=== design 1 ===
Figure 1. Cell sizes after repair (design 1).
Scale: 1.5 px per um.
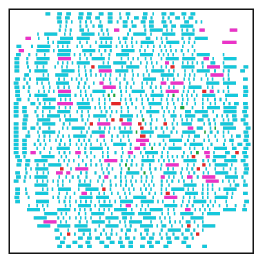

$ cat config.mk
export PLATFORM = sky130hd
export DESIGN_NAME = mat_result_streamer
export DESIGN_NICKNAME = d
export VERILOG_FILES = /design/src/rtl/mat_result_streamer_pkg.sv /design/src/rtl/mat_rc_counter.sv /design/src/rtl/mat_result_streamer.sv
export SDC_FILE = /design/constraint.sdc
export NUM_CORES = 1
export LEC_CHECK = 0
export ABC_AREA = 1
export CELL_PAD_IN_SITES_DETAIL_PLACEMENT = 2
export CELL_PAD_IN_SITES_GLOBAL_PLACEMENT = 2
export CORE_UTILIZATION = 31
export CTS_CLUSTER_SIZE = 20
export DETAILED_ROUTE_END_ITERATION = 7
export GPL_TIMING_DRIVEN = 0
export MAX_ROUTING_LAYER = met4
export PLACE_DENSITY = 0.87
export SLEW_MARGIN = 30
export SYNTH_ARGS = -nofsm -noshare
export SYNTH_HDL_FRONTEND = slang
export SYNTH_SLANG_ARGS = --single-unit
export TNS_END_PERCENT = 20
$ cat constraint.sdc
create_clock -name i_clk -period 6.3 [get_ports i_clk]
set_input_delay 1.89 -clock i_clk [delete_from_list [all_inputs] [get_ports i_clk]]
set_output_delay 1.89 -clock i_clk [all_outputs]
set_load 0.02 [all_outputs]
$ cat src/rtl/mat_result_streamer_pkg.sv
// Shared definitions for the systolic matmul control unit and its result streamer.
// Holds default geometry, the matrix packing rule and the streamer FSM state type.
package mat_result_streamer_pkg;

   localparam int unsigned MAT_W       = 16;
   localparam int unsigned MAT_N       = 3;
   localparam int unsigned BIT_MAT_DIM = MAT_W * MAT_N * MAT_N;

   typedef enum logic {
      IDLE   = 1'b0,
      STREAM = 1'b1
   } state_e;

   // Element (0,0) sits in the MSBs; row-major order walks towards the LSBs.
   function automatic int unsigned elem_lsb(input int unsigned r,
                                            input int unsigned c,
                                            input int unsigned n,
                                            input int unsigned w);
      return (n * n - 1 - (r * n + c)) * w;
   endfunction

endpackage

$ cat src/rtl/mat_rc_counter.sv
// Row/column wrap counter for walking an N x N matrix in row-major order.
// Clear has priority over increment; last_o flags position (N-1,N-1).
module mat_rc_counter #(
   parameter int N  = 3,
   parameter int IW = 2
) (
   input  logic          clk_i,
   input  logic          rst_ni,
   input  logic          clr_i,
   input  logic          inc_i,
   output logic [IW-1:0] row_o,
   output logic [IW-1:0] col_o,
   output logic          last_o
);

   localparam logic [IW-1:0] IDX_MAX = IW'(N - 1);

   logic [IW-1:0] row_q, row_d;
   logic [IW-1:0] col_q, col_d;

   always_comb begin
      row_d = row_q;
      col_d = col_q;
      if (clr_i) begin
         row_d = '0;
         col_d = '0;
      end else if (inc_i) begin
         if (col_q == IDX_MAX) begin
            col_d = '0;
            row_d = (row_q == IDX_MAX) ? '0 : row_q + 1'b1;
         end else begin
            col_d = col_q + 1'b1;
         end
      end
   end

   always_ff @(posedge clk_i or negedge rst_ni) begin
      if (!rst_ni) begin
         row_q <= '0;
         col_q <= '0;
      end else begin
         row_q <= row_d;
         col_q <= col_d;
      end
   end

   assign row_o  = row_q;
   assign col_o  = col_q;
   assign last_o = (row_q == IDX_MAX) && (col_q == IDX_MAX);

endmodule

$ cat src/rtl/mat_result_streamer.sv
// Captures the control unit's N x N result on i_done and drains it one element per
// valid/ready handshake in row-major order; a done arriving mid-drain is dropped (sticky overrun).
module mat_result_streamer
   import mat_result_streamer_pkg::*;
#(
   parameter int W  = MAT_W,
   parameter int N  = MAT_N,
   parameter int IW = (N > 1) ? $clog2(N) : 1
) (
   input  logic              i_clk,
   input  logic              i_rst_n,
   input  logic              i_done,
   input  logic [W*N*N-1:0]  i_C,
   output logic [W-1:0]      o_data,
   output logic              o_valid,
   input  logic              i_ready,
   output logic [IW-1:0]     o_row,
   output logic [IW-1:0]     o_col,
   output logic              o_last,
   output logic              o_busy,
   output logic              o_overrun
);

   localparam int BITS = W * N * N;

   state_e            state_q, state_d;
   logic [BITS-1:0]   shadow_q, shadow_d;
   logic              overrun_q, overrun_d;

   logic              cnt_clr, cnt_inc, cnt_last;
   logic [IW-1:0]     row, col;
   logic              valid, hs, last_hs;
   logic [W-1:0]      elem;

   assign valid   = (state_q == STREAM);
   assign hs      = valid & i_ready;
   assign last_hs = hs & cnt_last;

   always_comb begin
      state_d   = state_q;
      shadow_d  = shadow_q;
      overrun_d = overrun_q;
      cnt_clr   = 1'b0;
      cnt_inc   = 1'b0;
      case (state_q)
         IDLE: begin
            if (i_done) begin
               shadow_d = i_C;
               cnt_clr  = 1'b1;
               state_d  = STREAM;
            end
         end
         STREAM: begin
            if (last_hs) begin
               // Indices return to (0,0) either for the next matrix or for idle.
               cnt_clr = 1'b1;
               if (i_done) begin
                  shadow_d = i_C;
               end else begin
                  state_d = IDLE;
               end
            end else begin
               cnt_inc = hs;
               if (i_done) begin
                  overrun_d = 1'b1;
               end
            end
         end
         default: state_d = IDLE;
      endcase
   end

   always_ff @(posedge i_clk or negedge i_rst_n) begin
      if (!i_rst_n) begin
         state_q   <= IDLE;
         shadow_q  <= '0;
         overrun_q <= 1'b0;
      end else begin
         state_q   <= state_d;
         shadow_q  <= shadow_d;
         overrun_q <= overrun_d;
      end
   end

   mat_rc_counter #(
      .N  (N),
      .IW (IW)
   ) u_rc (
      .clk_i  (i_clk),
      .rst_ni (i_rst_n),
      .clr_i  (cnt_clr),
      .inc_i  (cnt_inc),
      .row_o  (row),
      .col_o  (col),
      .last_o (cnt_last)
   );

   always_comb begin
      elem = shadow_q[elem_lsb(32'(row), 32'(col), N, W) +: W];
   end

   assign o_valid   = valid;
   assign o_busy    = valid;
   assign o_data    = valid ? elem : '0;
   assign o_row     = row;
   assign o_col     = col;
   assign o_last    = valid & cnt_last;
   assign o_overrun = overrun_q;

endmodule

=== design 2 ===
`config.mk`:
```
export PLATFORM = sky130hd
export DESIGN_NAME = seg7_scan_mux
export DESIGN_NICKNAME = d
export VERILOG_FILES = /design/src/rtl/seg7_scan_mux.sv
export SDC_FILE = /design/constraint.sdc
export NUM_CORES = 1
export LEC_CHECK = 0
export ABC_AREA = 1
export CAP_MARGIN = 30
export CORE_MARGIN = 1.5
export CORE_UTILIZATION = 47
export CTS_CLUSTER_SIZE = 16
export DETAILED_ROUTE_END_ITERATION = 8
export GPL_TIMING_DRIVEN = 1
export PLACE_DENSITY_LB_ADDON = 0.08
export SYNTH_ARGS = -nofsm -noshare
export SYNTH_HDL_FRONTEND = slang
export SYNTH_SLANG_ARGS = --single-unit
```
`constraint.sdc`:
```
create_clock -name CLK -period 5.7 [get_ports CLK]
set_clock_uncertainty 0.1 [all_clocks]
set_input_delay 1.14 -clock CLK [delete_from_list [all_inputs] [get_ports CLK]]
set_output_delay 1.14 -clock CLK [all_outputs]
set_load 0.1 [all_outputs]
```
`src/rtl/seg7_scan_mux.sv`:
```
// Time-multiplexed common-anode 7-segment driver: hex decode, leading-zero
// blanking, PWM brightness and a frame-synchronous LOAD/ACK value update.
//
// state   | meaning
// --------+-----------------------------------------------------------
// ST_IDLE | no captured value waiting; shown value is current
// ST_PEND | a captured value waits for the next frame boundary
module seg7_scan_mux #(
    parameter int NUM_DIGITS    = 4,
    parameter int SCAN_DIV_LOG2 = 14,
    parameter int BRIGHT_W      = 3
) (
    input  logic                      CLK,
    input  logic                      RST_N,
    input  logic [4*NUM_DIGITS-1:0]   DATA_IN,
    input  logic [NUM_DIGITS-1:0]     DP_IN,
    input  logic                      LOAD,
    input  logic                      LZB,
    input  logic [BRIGHT_W-1:0]       BRIGHT,
    output logic                      BUSY,
    output logic                      LOAD_ACK,
    output logic [NUM_DIGITS-1:0]     DIG,
    output logic [7:0]                SEG
);

    localparam int IDX_W = (NUM_DIGITS > 1) ? $clog2(NUM_DIGITS) : 1;

    typedef enum logic {
        ST_IDLE,
        ST_PEND
    } state_t;

    state_t state;
    state_t state_nxt;

    logic [SCAN_DIV_LOG2-1:0] div_cnt;
    logic [IDX_W-1:0]         dig_idx;
    logic                     div_wrap;
    logic                     idx_last;
    logic                     frame_bnd;

    logic                     take_pend;
    logic                     commit_in;
    logic                     commit_pend;
    logic                     busy_int;

    logic [4*NUM_DIGITS-1:0]  shown_data;
    logic [NUM_DIGITS-1:0]    shown_dp;
    logic [4*NUM_DIGITS-1:0]  pend_data;
    logic [NUM_DIGITS-1:0]    pend_dp;
    logic                     ack_q;

    logic [NUM_DIGITS-1:0]    blank_vec;
    logic                     upper_zero;
    logic [3:0]               cur_nib;
    logic                     cur_dp;
    logic                     cur_blank;
    logic [NUM_DIGITS-1:0]    dig_sel;
    logic                     slot_on;
    logic [NUM_DIGITS-1:0]    dig_nxt;
    logic [7:0]               seg_nxt;

    // Segment pattern for g..a, active-low, dp not included.
    function automatic logic [6:0] hex_to_seg(input logic [3:0] nib);
        logic [6:0] s;
        case (nib)
            4'h0: s = 7'h40;
            4'h1: s = 7'h79;
            4'h2: s = 7'h24;
            4'h3: s = 7'h30;
            4'h4: s = 7'h19;
            4'h5: s = 7'h12;
            4'h6: s = 7'h02;
            4'h7: s = 7'h78;
            4'h8: s = 7'h00;
            4'h9: s = 7'h10;
            4'hA: s = 7'h08;
            4'hB: s = 7'h03;
            4'hC: s = 7'h46;
            4'hD: s = 7'h21;
            4'hE: s = 7'h06;
            default: s = 7'h0E;
        endcase
        return s;
    endfunction

    assign div_wrap  = &div_cnt;
    assign idx_last  = (dig_idx == IDX_W'(NUM_DIGITS - 1));
    assign frame_bnd = div_wrap & idx_last;

    always_ff @(posedge CLK or negedge RST_N) begin
        if (!RST_N) begin
            div_cnt <= '0;
            dig_idx <= '0;
        end else begin
            div_cnt <= div_cnt + 1'b1;
            if (div_wrap) begin
                dig_idx <= idx_last ? '0 : dig_idx + 1'b1;
            end
        end
    end

    always_ff @(posedge CLK or negedge RST_N) begin
        if (!RST_N) begin
            state <= ST_IDLE;
        end else begin
            state <= state_nxt;
        end
    end

    always_comb begin
        state_nxt = state;
        case (state)
            ST_IDLE: if (LOAD && !frame_bnd) state_nxt = ST_PEND;
            ST_PEND: if (frame_bnd)          state_nxt = ST_IDLE;
            default:                         state_nxt = ST_IDLE;
        endcase
    end

    // A LOAD on the boundary cycle goes straight to the display and wins
    // over any older pending value.
    always_comb begin
        take_pend   = 1'b0;
        commit_in   = 1'b0;
        commit_pend = 1'b0;
        busy_int    = (state == ST_PEND);
        if (LOAD) begin
            if (frame_bnd) begin
                commit_in = 1'b1;
            end else begin
                take_pend = 1'b1;
            end
        end else if (frame_bnd && state == ST_PEND) begin
            commit_pend = 1'b1;
        end
    end

    always_ff @(posedge CLK or negedge RST_N) begin
        if (!RST_N) begin
            shown_data <= '0;
            shown_dp   <= '0;
            pend_data  <= '0;
            pend_dp    <= '0;
            ack_q      <= 1'b0;
        end else begin
            ack_q <= commit_in | commit_pend;
            if (take_pend) begin
                pend_data <= DATA_IN;
                pend_dp   <= DP_IN;
            end
            if (commit_in) begin
                shown_data <= DATA_IN;
                shown_dp   <= DP_IN;
            end else if (commit_pend) begin
                shown_data <= pend_data;
                shown_dp   <= pend_dp;
            end
        end
    end

    assign BUSY     = busy_int;
    assign LOAD_ACK = ack_q;

    // Walk from the most significant nibble down; digit 0 is never blanked.
    always_comb begin
        upper_zero = 1'b1;
        blank_vec  = '0;
        for (int k = NUM_DIGITS - 1; k >= 0; k--) begin
            upper_zero = upper_zero & (shown_data[4*k +: 4] == 4'h0);
            if (k > 0) begin
                blank_vec[k] = LZB & upper_zero;
            end
        end
    end

    always_comb begin
        cur_nib   = 4'h0;
        cur_dp    = 1'b0;
        cur_blank = 1'b0;
        dig_sel   = '1;
        for (int k = 0; k < NUM_DIGITS; k++) begin
            if (dig_idx == IDX_W'(k)) begin
                cur_nib    = shown_data[4*k +: 4];
                cur_dp     = shown_dp[k];
                cur_blank  = blank_vec[k];
                dig_sel[k] = 1'b0;
            end
        end
    end

    // div_cnt==0 is kept dark so the previous digit never ghosts into the next.
    always_comb begin
        slot_on = (div_cnt != '0) &&
                  (div_cnt[SCAN_DIV_LOG2-1 -: BRIGHT_W] <= BRIGHT);
        dig_nxt = '1;
        seg_nxt = 8'hFF;
        if (slot_on) begin
            dig_nxt = dig_sel;
            seg_nxt = {~cur_dp, cur_blank ? 7'h7F : hex_to_seg(cur_nib)};
        end
    end

    always_ff @(posedge CLK or negedge RST_N) begin
        if (!RST_N) begin
            DIG <= '1;
            SEG <= 8'hFF;
        end else begin
            DIG <= dig_nxt;
            SEG <= seg_nxt;
        end
    end

endmodule

```
=== design 3 ===
`config.mk`:
```
export PLATFORM = sky130hd
export DESIGN_NAME = song_note_memory
export DESIGN_NICKNAME = d
export VERILOG_FILES = /design/src/rtl/song_note_memory.sv
export SDC_FILE = /design/constraint.sdc
export NUM_CORES = 2
export LEC_CHECK = 0
export CAP_MARGIN = 10
export CORE_ASPECT_RATIO = 0.5
export CORE_MARGIN = 2
export CORE_UTILIZATION = 30
export CTS_CLUSTER_SIZE = 40
export DETAILED_ROUTE_END_ITERATION = 12
export GPL_TIMING_DRIVEN = 0
export PLACE_DENSITY = 0.5
export SLEW_MARGIN = 15
export SYNTH_ARGS = -nofsm -noshare
export SYNTH_HDL_FRONTEND = slang
export SYNTH_SLANG_ARGS = --single-unit
```
`constraint.sdc`:
```
create_clock -name clk -period 4.6 [get_ports clk]
set_clock_uncertainty 0.2 [all_clocks]
set_input_delay 0.69 -clock clk [delete_from_list [all_inputs] [get_ports clk]]
set_output_delay 0.69 -clock clk [all_outputs]
set_load 0.01 [all_outputs]
```
`src/rtl/song_note_memory.sv`:
```
// Multi-slot writable note store: record notes by appending to a slot, play them back one per read_en.
// One read pointer is shared by all slots; changing slot_sel rewinds playback.
//
//   state    | meaning
//   ---------+-------------------------------------------------------------
//   IDLE     | rewound; the next read issues note 0 if the slot has any notes
//   PLAYING  | rd_ptr indexes the next note to issue
//   FINISHED | last note issued; resumes only if notes were appended since
module song_note_memory #(
    parameter int DATA_WIDTH = 10,
    parameter int DEPTH      = 32,
    parameter int SONGS      = 4,
    localparam int PTR_W     = $clog2(DEPTH) + 1,
    localparam int SLOT_W    = (SONGS > 1) ? $clog2(SONGS) : 1
) (
    input  logic                  clk,
    input  logic                  rst_n,
    input  logic [SLOT_W-1:0]     slot_sel,
    input  logic                  clear,
    input  logic                  write_en,
    input  logic [DATA_WIDTH-1:0] data_in,
    input  logic                  read_en,
    input  logic                  read_rst,
    input  logic                  loop_en,
    output logic [DATA_WIDTH-1:0] data_out,
    output logic                  output_ready,
    output logic                  play_done,
    output logic                  full,
    output logic                  empty,
    output logic [PTR_W-1:0]      note_count
);

    localparam int ADDR_W = $clog2(SONGS * DEPTH);
    localparam logic [SLOT_W-1:0] SLOT_MASK = SLOT_W'(SONGS - 1);
    localparam logic [PTR_W-1:0]  DEPTH_P   = PTR_W'(DEPTH);

    typedef enum logic [1:0] {IDLE, PLAYING, FINISHED} state_t;

    logic [DATA_WIDTH-1:0] mem [SONGS*DEPTH];
    logic [PTR_W-1:0]      count [SONGS];
    logic [PTR_W-1:0]      rd_ptr;
    logic [SLOT_W-1:0]     last_slot;
    state_t                state;

    logic [SLOT_W-1:0]     slot;
    logic [PTR_W-1:0]      cur_count;
    logic [PTR_W-1:0]      rd_idx;
    logic [ADDR_W-1:0]     rd_addr;
    logic [ADDR_W-1:0]     wr_addr;
    logic                  slot_change;
    logic                  wr_fire;

    always_comb begin
        // Masking keeps out-of-range selects inside the arrays when SONGS == 1
        slot        = slot_sel & SLOT_MASK;
        cur_count   = count[slot];
        slot_change = (slot != last_slot);
        rd_idx      = (state == IDLE) ? '0 : rd_ptr;
        rd_addr     = ADDR_W'({slot, rd_idx[PTR_W-2:0]});
        wr_addr     = ADDR_W'({slot, cur_count[PTR_W-2:0]});
        wr_fire     = !slot_change && !clear && write_en && (cur_count < DEPTH_P);
    end

    assign note_count = cur_count;
    assign full       = (cur_count == DEPTH_P);
    assign empty      = (cur_count == '0);

    always_ff @(posedge clk) begin
        if (wr_fire) begin
            mem[wr_addr] <= data_in;
        end
    end

    always_ff @(posedge clk or negedge rst_n) begin
        if (!rst_n) begin
            for (int s = 0; s < SONGS; s++) begin
                count[s] <= '0;
            end
            rd_ptr       <= '0;
            last_slot    <= '0;
            state        <= IDLE;
            data_out     <= '0;
            output_ready <= 1'b0;
            play_done    <= 1'b0;
        end else begin
            output_ready <= 1'b0;
            play_done    <= 1'b0;
            if (slot_change) begin
                last_slot <= slot;
                rd_ptr    <= '0;
                state     <= IDLE;
                data_out  <= '0;
            end else if (clear) begin
                count[slot] <= '0;
                rd_ptr      <= '0;
                state       <= IDLE;
            end else if (write_en) begin
                if (wr_fire) begin
                    count[slot] <= cur_count + 1'b1;
                end
            end else if (read_rst) begin
                rd_ptr   <= '0;
                state    <= IDLE;
                data_out <= '0;
            end else if (read_en && (rd_idx < cur_count)) begin
                data_out     <= mem[rd_addr];
                output_ready <= 1'b1;
                if ((rd_idx + 1'b1) < cur_count) begin
                    rd_ptr <= rd_idx + 1'b1;
                    state  <= PLAYING;
                end else if (loop_en) begin
                    rd_ptr <= '0;
                    state  <= PLAYING;
                end else begin
                    rd_ptr    <= cur_count;
                    play_done <= 1'b1;
                    state     <= FINISHED;
                end
            end
        end
    end

endmodule

```
=== design 4 ===
===== src/rtl/dll_pkg.sv =====
// ---------------------------------------------------------------------------
// dll_pkg: items shared by the DLL code controller.
//   - dll_state_e : controller FSM state encoding
//   - *_DEF       : default values for the dll_code_ctrl parameters
//   - cnt_w()     : width of a counter that must hold 0..max_val
// ---------------------------------------------------------------------------
package dll_pkg;

  localparam int CODE_W_DEF   = 6;   // delay-line control code width
  localparam int WIN_DEF      = 8;   // PD integration window (power of two)
  localparam int TH_DEF       = 3;   // net up/dn count for one code step
  localparam int LOCK_CNT_DEF = 4;   // quiet windows needed to declare lock
  localparam int HOLD_CYC_DEF = 16;  // settle cycles after init / recovery

  typedef enum logic [1:0] {
    ST_INIT    = 2'd0,
    ST_TRACK   = 2'd1,
    ST_LOCKED  = 2'd2,
    ST_RECOVER = 2'd3
  } dll_state_e;

  function automatic int cnt_w(input int max_val);
    return (max_val < 1) ? 1 : $clog2(max_val + 1);
  endfunction

endpackage


===== src/rtl/sync2.sv =====
// ---------------------------------------------------------------------------
// sync2: two-flop synchronizer for a single asynchronous level input.
//   clk : destination clock
//   rst : asynchronous active-high reset, loads both flops with RST_VAL
//   d   : asynchronous input
//   q   : synchronized output, two clk edges of latency
// ---------------------------------------------------------------------------
module sync2 #(
  parameter logic RST_VAL = 1'b0
) (
  input  logic clk,
  input  logic rst,
  input  logic d,
  output logic q
);

  logic s1_d, s1_q;
  logic s2_d, s2_q;

  always_comb begin
    s1_d = d;
    s2_d = s1_q;
  end

  // NOTE: sequential state uses non-blocking assignments so every flop samples
  // the pre-edge value of its neighbour; blocking here would collapse the chain.
  always_ff @(posedge clk or posedge rst) begin
    if (rst) begin
      s1_q <= RST_VAL;
      s2_q <= RST_VAL;
    end else begin
      s1_q <= s1_d;
      s2_q <= s2_d;
    end
  end

  assign q = s2_q;

endmodule


===== src/rtl/dll_code_ctrl.sv =====
// ---------------------------------------------------------------------------
// dll_code_ctrl: digital DLL delay-code controller.
// Integrates phase-detector up/dn pulses over fixed windows and steps the
// delay code by at most one per window; declares lock after LOCK_CNT quiet
// windows and restarts from code 0 when the harmonic-lock detector fires.
//   clk_ext  : single clock, all state on the rising edge
//   rst      : asynchronous active-high reset
//   Reset_PD : harmonic-lock detector (async, low = false lock detected)
//   up, dn   : phase-detector pulses (delay too short / too long)
//   dcode    : delay-line control code (registered)
//   pd_en    : phase-detector enable, low holds the PD in reset (registered)
//   locked   : lock indication (registered)
// ---------------------------------------------------------------------------
module dll_code_ctrl
  import dll_pkg::*;
#(
  parameter int CODE_W   = CODE_W_DEF,
  parameter int WIN      = WIN_DEF,
  parameter int TH       = TH_DEF,
  parameter int LOCK_CNT = LOCK_CNT_DEF,
  parameter int HOLD_CYC = HOLD_CYC_DEF
) (
  input  logic              clk_ext,
  input  logic              rst,
  input  logic              Reset_PD,
  input  logic              up,
  input  logic              dn,
  output logic [CODE_W-1:0] dcode,
  output logic              pd_en,
  output logic              locked
);

  localparam int WIN_W  = cnt_w(WIN - 1);
  localparam int ACC_W  = $clog2(WIN) + 2;  // |acc| <= WIN always fits
  localparam int LOCK_W = cnt_w(LOCK_CNT);
  localparam int HOLD_W = cnt_w(HOLD_CYC - 1);

  localparam logic        [WIN_W-1:0]  WIN_LAST  = WIN_W'(WIN - 1);
  localparam logic        [HOLD_W-1:0] HOLD_LAST = HOLD_W'(HOLD_CYC - 1);
  localparam logic        [LOCK_W-1:0] LOCK_TGT  = LOCK_W'(LOCK_CNT);
  localparam logic        [CODE_W-1:0] CODE_MAX  = '1;
  localparam logic signed [ACC_W-1:0]  ACC_ONE   = ACC_W'(1);
  localparam logic signed [ACC_W-1:0]  TH_POS    = ACC_W'(TH);
  localparam logic signed [ACC_W-1:0]  TH_NEG    = -TH_POS;

  dll_state_e               state_d, state_q;
  logic        [CODE_W-1:0] dcode_d, dcode_q;
  logic                     pd_en_d, pd_en_q;
  logic                     locked_d, locked_q;
  logic signed [ACC_W-1:0]  acc_d, acc_q;
  logic        [WIN_W-1:0]  win_d, win_q;
  logic        [LOCK_W-1:0] lock_d, lock_q;
  logic        [HOLD_W-1:0] hold_d, hold_q;

  logic                     rpd_sync;
  logic                     harm;
  logic signed [ACC_W-1:0]  acc_sum;
  logic                     win_end;
  logic                     step_up;
  logic                     step_dn;

  // Synchronizer idles at 1 through reset so no false harmonic is seen.
  sync2 #(.RST_VAL(1'b1)) u_sync_rpd (
    .clk (clk_ext),
    .rst (rst),
    .d   (Reset_PD),
    .q   (rpd_sync)
  );

  assign harm = ~rpd_sync;

  // NOTE: every signal written below gets a default first, so no path through
  // the case can leave one unassigned and infer a latch.
  always_comb begin
    state_d = state_q;
    dcode_d = dcode_q;
    acc_d   = acc_q;
    win_d   = win_q;
    lock_d  = lock_q;
    hold_d  = hold_q;

    // Current sample folded in, so the decision at the last window slot
    // sees all WIN samples.
    acc_sum = acc_q;
    if (up && !dn) begin
      acc_sum = acc_q + ACC_ONE;
    end else if (dn && !up) begin
      acc_sum = acc_q - ACC_ONE;
    end

    win_end = (win_q == WIN_LAST);
    step_up = win_end && (acc_sum >= TH_POS);
    step_dn = win_end && (acc_sum <= TH_NEG);

    unique case (state_q)
      ST_INIT, ST_RECOVER: begin
        dcode_d = '0;
        acc_d   = '0;
        win_d   = '0;
        lock_d  = '0;
        if (harm) begin
          hold_d = '0;
        end else if (hold_q == HOLD_LAST) begin
          hold_d  = '0;
          state_d = ST_TRACK;
        end else begin
          hold_d = hold_q + 1'b1;
        end
      end

      ST_TRACK, ST_LOCKED: begin
        if (harm) begin
          // Harmonic recovery overrides any decision in this cycle.
          state_d = ST_RECOVER;
          dcode_d = '0;
          acc_d   = '0;
          win_d   = '0;
          lock_d  = '0;
          hold_d  = '0;
        end else begin
          if (win_end) begin
            acc_d = '0;
            win_d = '0;
          end else begin
            acc_d = acc_sum;
            win_d = win_q + 1'b1;
          end

          if (step_up && (dcode_q != CODE_MAX)) dcode_d = dcode_q + 1'b1;
          if (step_dn && (dcode_q != '0))       dcode_d = dcode_q - 1'b1;

          // A saturated step still counts as activity, not a quiet window.
          if (step_up || step_dn) begin
            lock_d  = '0;
            state_d = ST_TRACK;
          end else if (win_end && (state_q == ST_TRACK)) begin
            lock_d = lock_q + 1'b1;
            if (lock_d == LOCK_TGT) state_d = ST_LOCKED;
          end
        end
      end

      default: state_d = ST_INIT;
    endcase

    // Derived from the next state so locked/pd_en change on the same edge
    // as the state.
    pd_en_d  = (state_d == ST_TRACK) || (state_d == ST_LOCKED);
    locked_d = (state_d == ST_LOCKED);
  end

  always_ff @(posedge clk_ext or posedge rst) begin
    if (rst) begin
      state_q  <= ST_INIT;
      dcode_q  <= '0;
      pd_en_q  <= 1'b0;
      locked_q <= 1'b0;
      acc_q    <= '0;
      win_q    <= '0;
      lock_q   <= '0;
      hold_q   <= '0;
    end else begin
      state_q  <= state_d;
      dcode_q  <= dcode_d;
      pd_en_q  <= pd_en_d;
      locked_q <= locked_d;
      acc_q    <= acc_d;
      win_q    <= win_d;
      lock_q   <= lock_d;
      hold_q   <= hold_d;
    end
  end

  assign dcode  = dcode_q;
  assign pd_en  = pd_en_q;
  assign locked = locked_q;

endmodule


===== config.mk =====
export PLATFORM = sky130hd
export DESIGN_NAME = dll_code_ctrl
export DESIGN_NICKNAME = d
export VERILOG_FILES = /design/src/rtl/dll_pkg.sv /design/src/rtl/sync2.sv /design/src/rtl/dll_code_ctrl.sv
export SDC_FILE = /design/constraint.sdc
export NUM_CORES = 1
export LEC_CHECK = 0
export ABC_CLOCK_PERIOD_IN_PS = 8500
export CORE_AREA = 8 8 74 76
export DETAILED_ROUTE_END_ITERATION = 8
export DIE_AREA = 0 0 82 84
export SLEW_MARGIN = 20
export SYNTH_ARGS = -nofsm -noshare
export SYNTH_HDL_FRONTEND = slang
export SYNTH_SLANG_ARGS = --single-unit

===== constraint.sdc =====
create_clock -name clk_ext -period 8.5 [get_ports clk_ext]
set_clock_uncertainty 0.15 [all_clocks]
set_input_delay 1.7 -clock clk_ext [delete_from_list [all_inputs] [get_ports clk_ext]]
set_output_delay 1.7 -clock clk_ext [all_outputs]
set_load 0.02 [all_outputs]

Figure 2. Cell classes on the final placement (design 3).
Scale: 1 px per um.
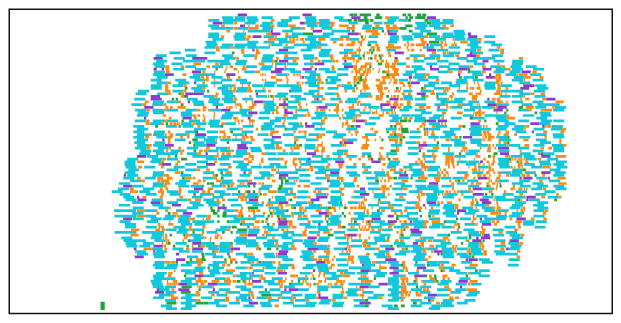
| class | colour | cells |
|---|---|---|
| clock drivers and dummy loads | purple | 242 |
| sequential cells | cyan | 1326 |
| combinational and other logic | orange | 1891 |
| remaining buffers and delay cells | green | 314 |
number of standard-cell rows in the floorplan: 109
post-route design area: 0.0625 sq mm
Core Footprint: 0.177 sq mm
final cell utilization of the core: 0.353
fraction of area in registers: 0.633

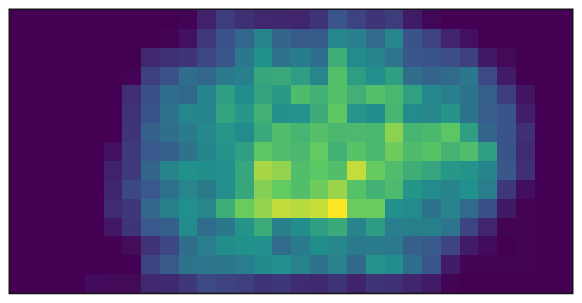
Figure 3: design 3, wiring heat map.
30 x 15 tiles, from dark purple (low) to yellow (high), scaled to the fullest tile. Values are wire area over tile area, all layers added.
fullest tile: 0.72
densest ninth of the die: centre
emptiest ninth of the die: north-west
tiles over half the peak: 21%
final wirelength: 212 mm
DR WL/cell: 34.4 um

==> impl_metrics.csv, design 3 <==
group,metric,value,unit
detailed_routing,drt_drc_violations_left,0,
power_and_ir_drop,p_clk,11300,uW
timing,maxSlewViolCount,0,
clock_network,tritoncts_clock_tree,"yes",
run_status,failed_checks,"negative setup slack",
placed_design,io_buffer_count,37,
setup_path,r2r.worst_path.cells,9,
setup_path,r2r_slack,-0.12,ns
power_and_ir_drop,vdd_ir_drop_max,0.286,mV
timing,report.final.setup_viol,31,
detailed_routing,detail_route.wirelength.met1,88.4,mm
yosys,ys.flop_type,"sky130_fd_sc_hd__edfxtp_1",
floorplan,die-width,601,um
clock_network,ctsRootBufferMaster,"sky130_fd_sc_hd__clkbuf_16",
finish,buffer_area_frac,0.0356,
power_and_ir_drop,swShare,0.216,
setup_path,critPathLaunch,"rd_ptr[0]",
global_routing,grt_max_degree,97,
yosys,synth_sequential_area_ratio,0.739,
detailed_routing,antenna_left,0,
timing,finalWorstSetupSlack,-0.120,ns
detailed_routing,met2_wl,91.2,mm
run_status,run_status,"finished, violations left",
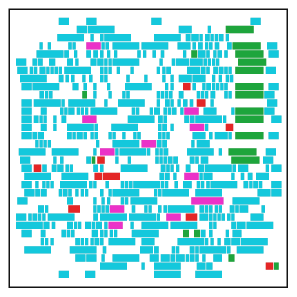
Figure 4: design 2, cell sizes after repair.
Scale: 3 px per um.
| size | colour | cells |
|---|---|---|
| _6 and larger | magenta | 11 |
| _0 and _1 cells | cyan | 479 |
| _3 and _4 cells | red | 10 |
| _2 cells | green | 19 |
final setup margin: 2.49 ns
post-route design area: 0.00437 sq mm
area overhead of the layout relative to synthesis: 16.9%
non-clock buffer total of the final layout: 44

==> impl_metrics.csv, design 2 <==
group,metric,value,unit
clock_network,clock_sinks,70,
finish,fin_nets,557,
clock_network,cts_hold_buf,0,
run_status,run_status,"finished, final reports clean",
yosys,top_cells_by_area,"sky130_fd_sc_hd__dfrtp_1 (39%), sky130_fd_sc_hd__nand2_1 (21%), sky130_fd_sc_hd__dfstp_2 (8.4%)",
setup_path,r2r_slack,2.87,ns
power_and_ir_drop,power_leader,"registers",
yosys,ys_sh_aoi,0.0264,
finish,buffer_area_frac,0.0973,
min_path,holdCritPathClass,"flip-flop to flip-flop",
placed_design,routabilityCongestion,0.807,
setup_path,worst_ep_arrival_time,1.97,ns
clock_network,cts_inserted_buffers,9,
global_routing,grt_antenna_before_repair,0,
min_path,worst_hold_startpoint,"shown_dp[3]",
detailed_routing,drt_drc_violations_left,0,
setup_path,timing.critical_path.cells,"clkdlybuf4s50_1",
setup_path,family_of_cells_with_the_greatest_summed_delay_on_the_critical_path,"buffers and inverters",
clock_network,clk-insertion-delay-late,0.34,ns
yosys,synth.yosys.num_cells,480,
clock_network,cts.repair_timing.setup_buffer_count,0,
yosys,syn-mean-instance-area,7.79,sq um
clock_network,cts_max_level,3,
detailed_routing,detail_route.iter0.violations,148,
power_and_ir_drop,cellInternalPower,759,uW
global_routing,grt.met3_usage,0.0357,
placed_design,detailedPlace.worstSlack,2.70,ns
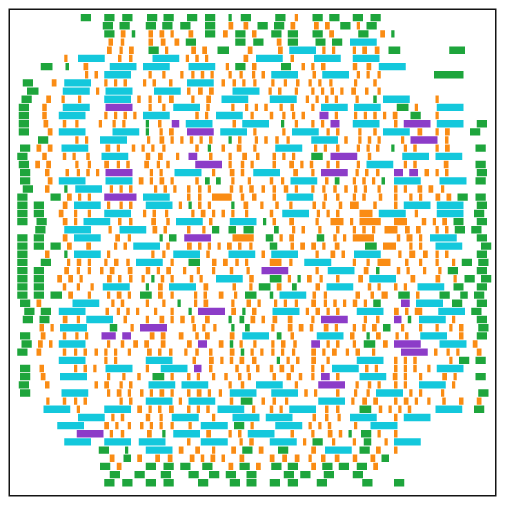
Figure 5: design 1, cell classes on the final placement.
Scale: 3 px per um.
| class | colour | cells |
|---|---|---|
| sequential cells | cyan | 150 |
| remaining buffers and delay cells | green | 247 |
| combinational and other logic | orange | 870 |
| clock drivers and dummy loads | purple | 32 |
post-route design area: 0.0107 sq mm
fraction of area in registers: 0.352
final cell utilization of the core: 0.425

About Figure 1:
| size | colour | cells |
|---|---|---|
| _2 cells | green | 13 |
| _3 and _4 cells | red | 21 |
| _0 and _1 cells | cyan | 1218 |
| _6 and larger | magenta | 47 |
non-clock buffer total of the final layout: 247
area overhead of the layout relative to synthesis: 34.9%
final setup margin: 0.163 ns

==> impl_metrics.csv, design 1 <==
group,metric,value,unit
yosys,synth_top_cell_by_area,"sky130_fd_sc_hd__dfrtp_1",
setup_path,worst_ep_arrival_time,4.25,ns
finish,seq_cell_count,150,
yosys,cell_area_after_synthesis,0.00790,sq mm
floorplan,fp.coreArea,0.0251,sq mm
floorplan,dieArea,0.0261,sq mm
detailed_routing,drt-total-wl,31.6,mm
finish,n_fill_cell,2936,
finish,mi_logic_area,0.00335,sq mm
setup_path,peak_fanout_along_the_critical_path,10,
placed_design,io_buffer_count,171,
timing,timing.final.crit_period,6.14,ns
placed_design,dp_cells,1595,
setup_path,critical_path_cell_count,14,
setup_path,critPathSlowestCell,"sky130_fd_sc_hd__clkdlybuf4s50_1",
clock_network,cts_inserted_buffers,17,
setup_path,r2r_slack,4.34,ns
clock_network,tritoncts_clock_tree,"yes",
floorplan,initCoreUtil,0.315,
detailed_routing,detail_route.wirelength.met1,14.7,mm
run_status,run_status,"finished, final reports clean",
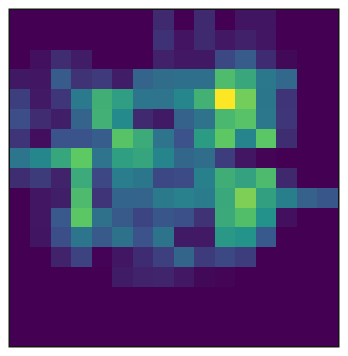
Figure 6: design 4, wiring heat map.
Scale: 4 px per um. 16 x 17 tiles, from dark purple (low) to yellow (high), scaled to the fullest tile. Values are wire area over tile area, all layers added.
fullest tile: 0.42
densest ninth of the die: centre
tiles over half the peak: 12%
emptiest ninth of the die: south-east
nearly empty tiles: 43%
mean over tiles: 0.075
final wirelength: 3.34 mm
number of vias in the routed layout: 1235
total global routing track utilization: 0.104

==> impl_metrics.csv, design 4 <==
group,metric,value,unit
timing,report.final.setup_viol,0,
finish,largest_reg_flops,6,
finish,post_route_cells_drive_above_1_share,0.0663,
setup_path,r2r.worst_path.cells,13,
yosys,ys_top_logic_family,"simple AND/OR/NAND/NOR gates",
setup_path,rr_startpoint,"acc_q[0]",
clock_network,cts.repair_timing.setup_buffer_count,0,
power_and_ir_drop,clock_power_share,0.229,
placed_design,dp_hpwl,2.55,mm
yosys,synth_largest_type_area_fraction,0.376,
setup_path,timing.critical_path.cells,"clkdlybuf4s50_1 -> and3b_1 -> a22oi_1 -> xor2_1 -> o311ai_2 -> nor2_1 -> ha_1 -> a21oi_1 -> o211ai_1 -> a21oi_1 -> nor3b_1 -> mux2_1 -> nor4_2",
global_routing,grt_max_degree,28,
floorplan,fp.coreArea,0.00426,sq mm
timing,timing.final.crit_period,5.18,ns
yosys,synth_top_cell_by_area,"sky130_fd_sc_hd__dfrtp_1",
power_and_ir_drop,vdd_ir_drop_max,0.0938,mV
global_routing,grt_pass1_vias,1311,
detailed_routing,post_drt_via_cell_ratio,5.30,
clock_network,worst_setup_hold_path_clk_slew,0.09,ns
setup_path,family_of_cells_with_the_greatest_summed_delay_on_the_critical_path,"AND-OR/OR-AND gates",
floorplan,die-width,82,um
yosys,syn-mean-instance-area,9.85,sq um
yosys,top_cell_types_by_occurrence_after_synthesis,"sky130_fd_sc_hd__dfrtp_1 (25), sky130_fd_sc_hd__nand2_1 (22), sky130_fd_sc_hd__ha_1 (13)",
detailed_routing,antenna_left,0,
run_status,run_status,"finished, final reports clean",
floorplan,dieArea,0.00689,sq mm

==> layout pictures side by side <==
The metal 3 layer.
picture 1
Scale: 2 px per um.
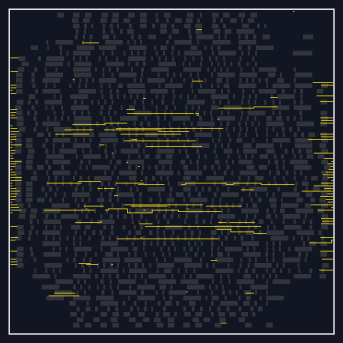
picture 2
Scale: 4 px per um.
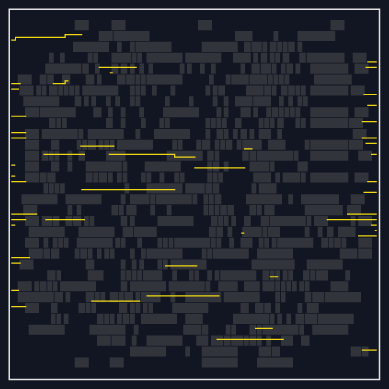
picture 3
Scale: 4 px per um.
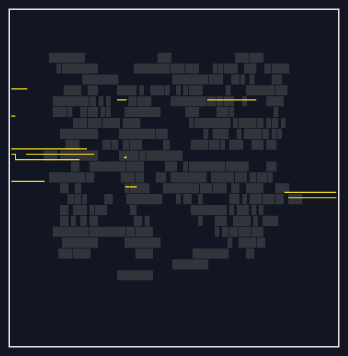
picture 4
Scale: 1 px per um.
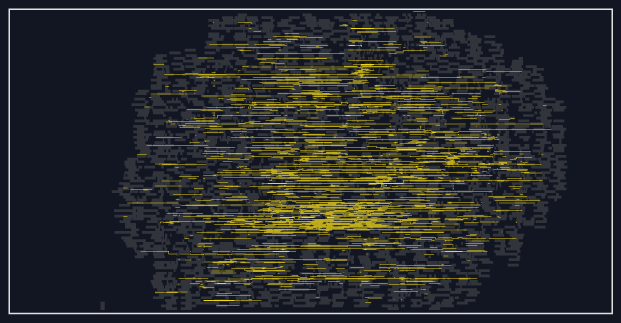
Picture 4 comes from design 3.
Picture 1 comes from design 1.
Picture 2 comes from design 2.
Picture 3 comes from design 4.


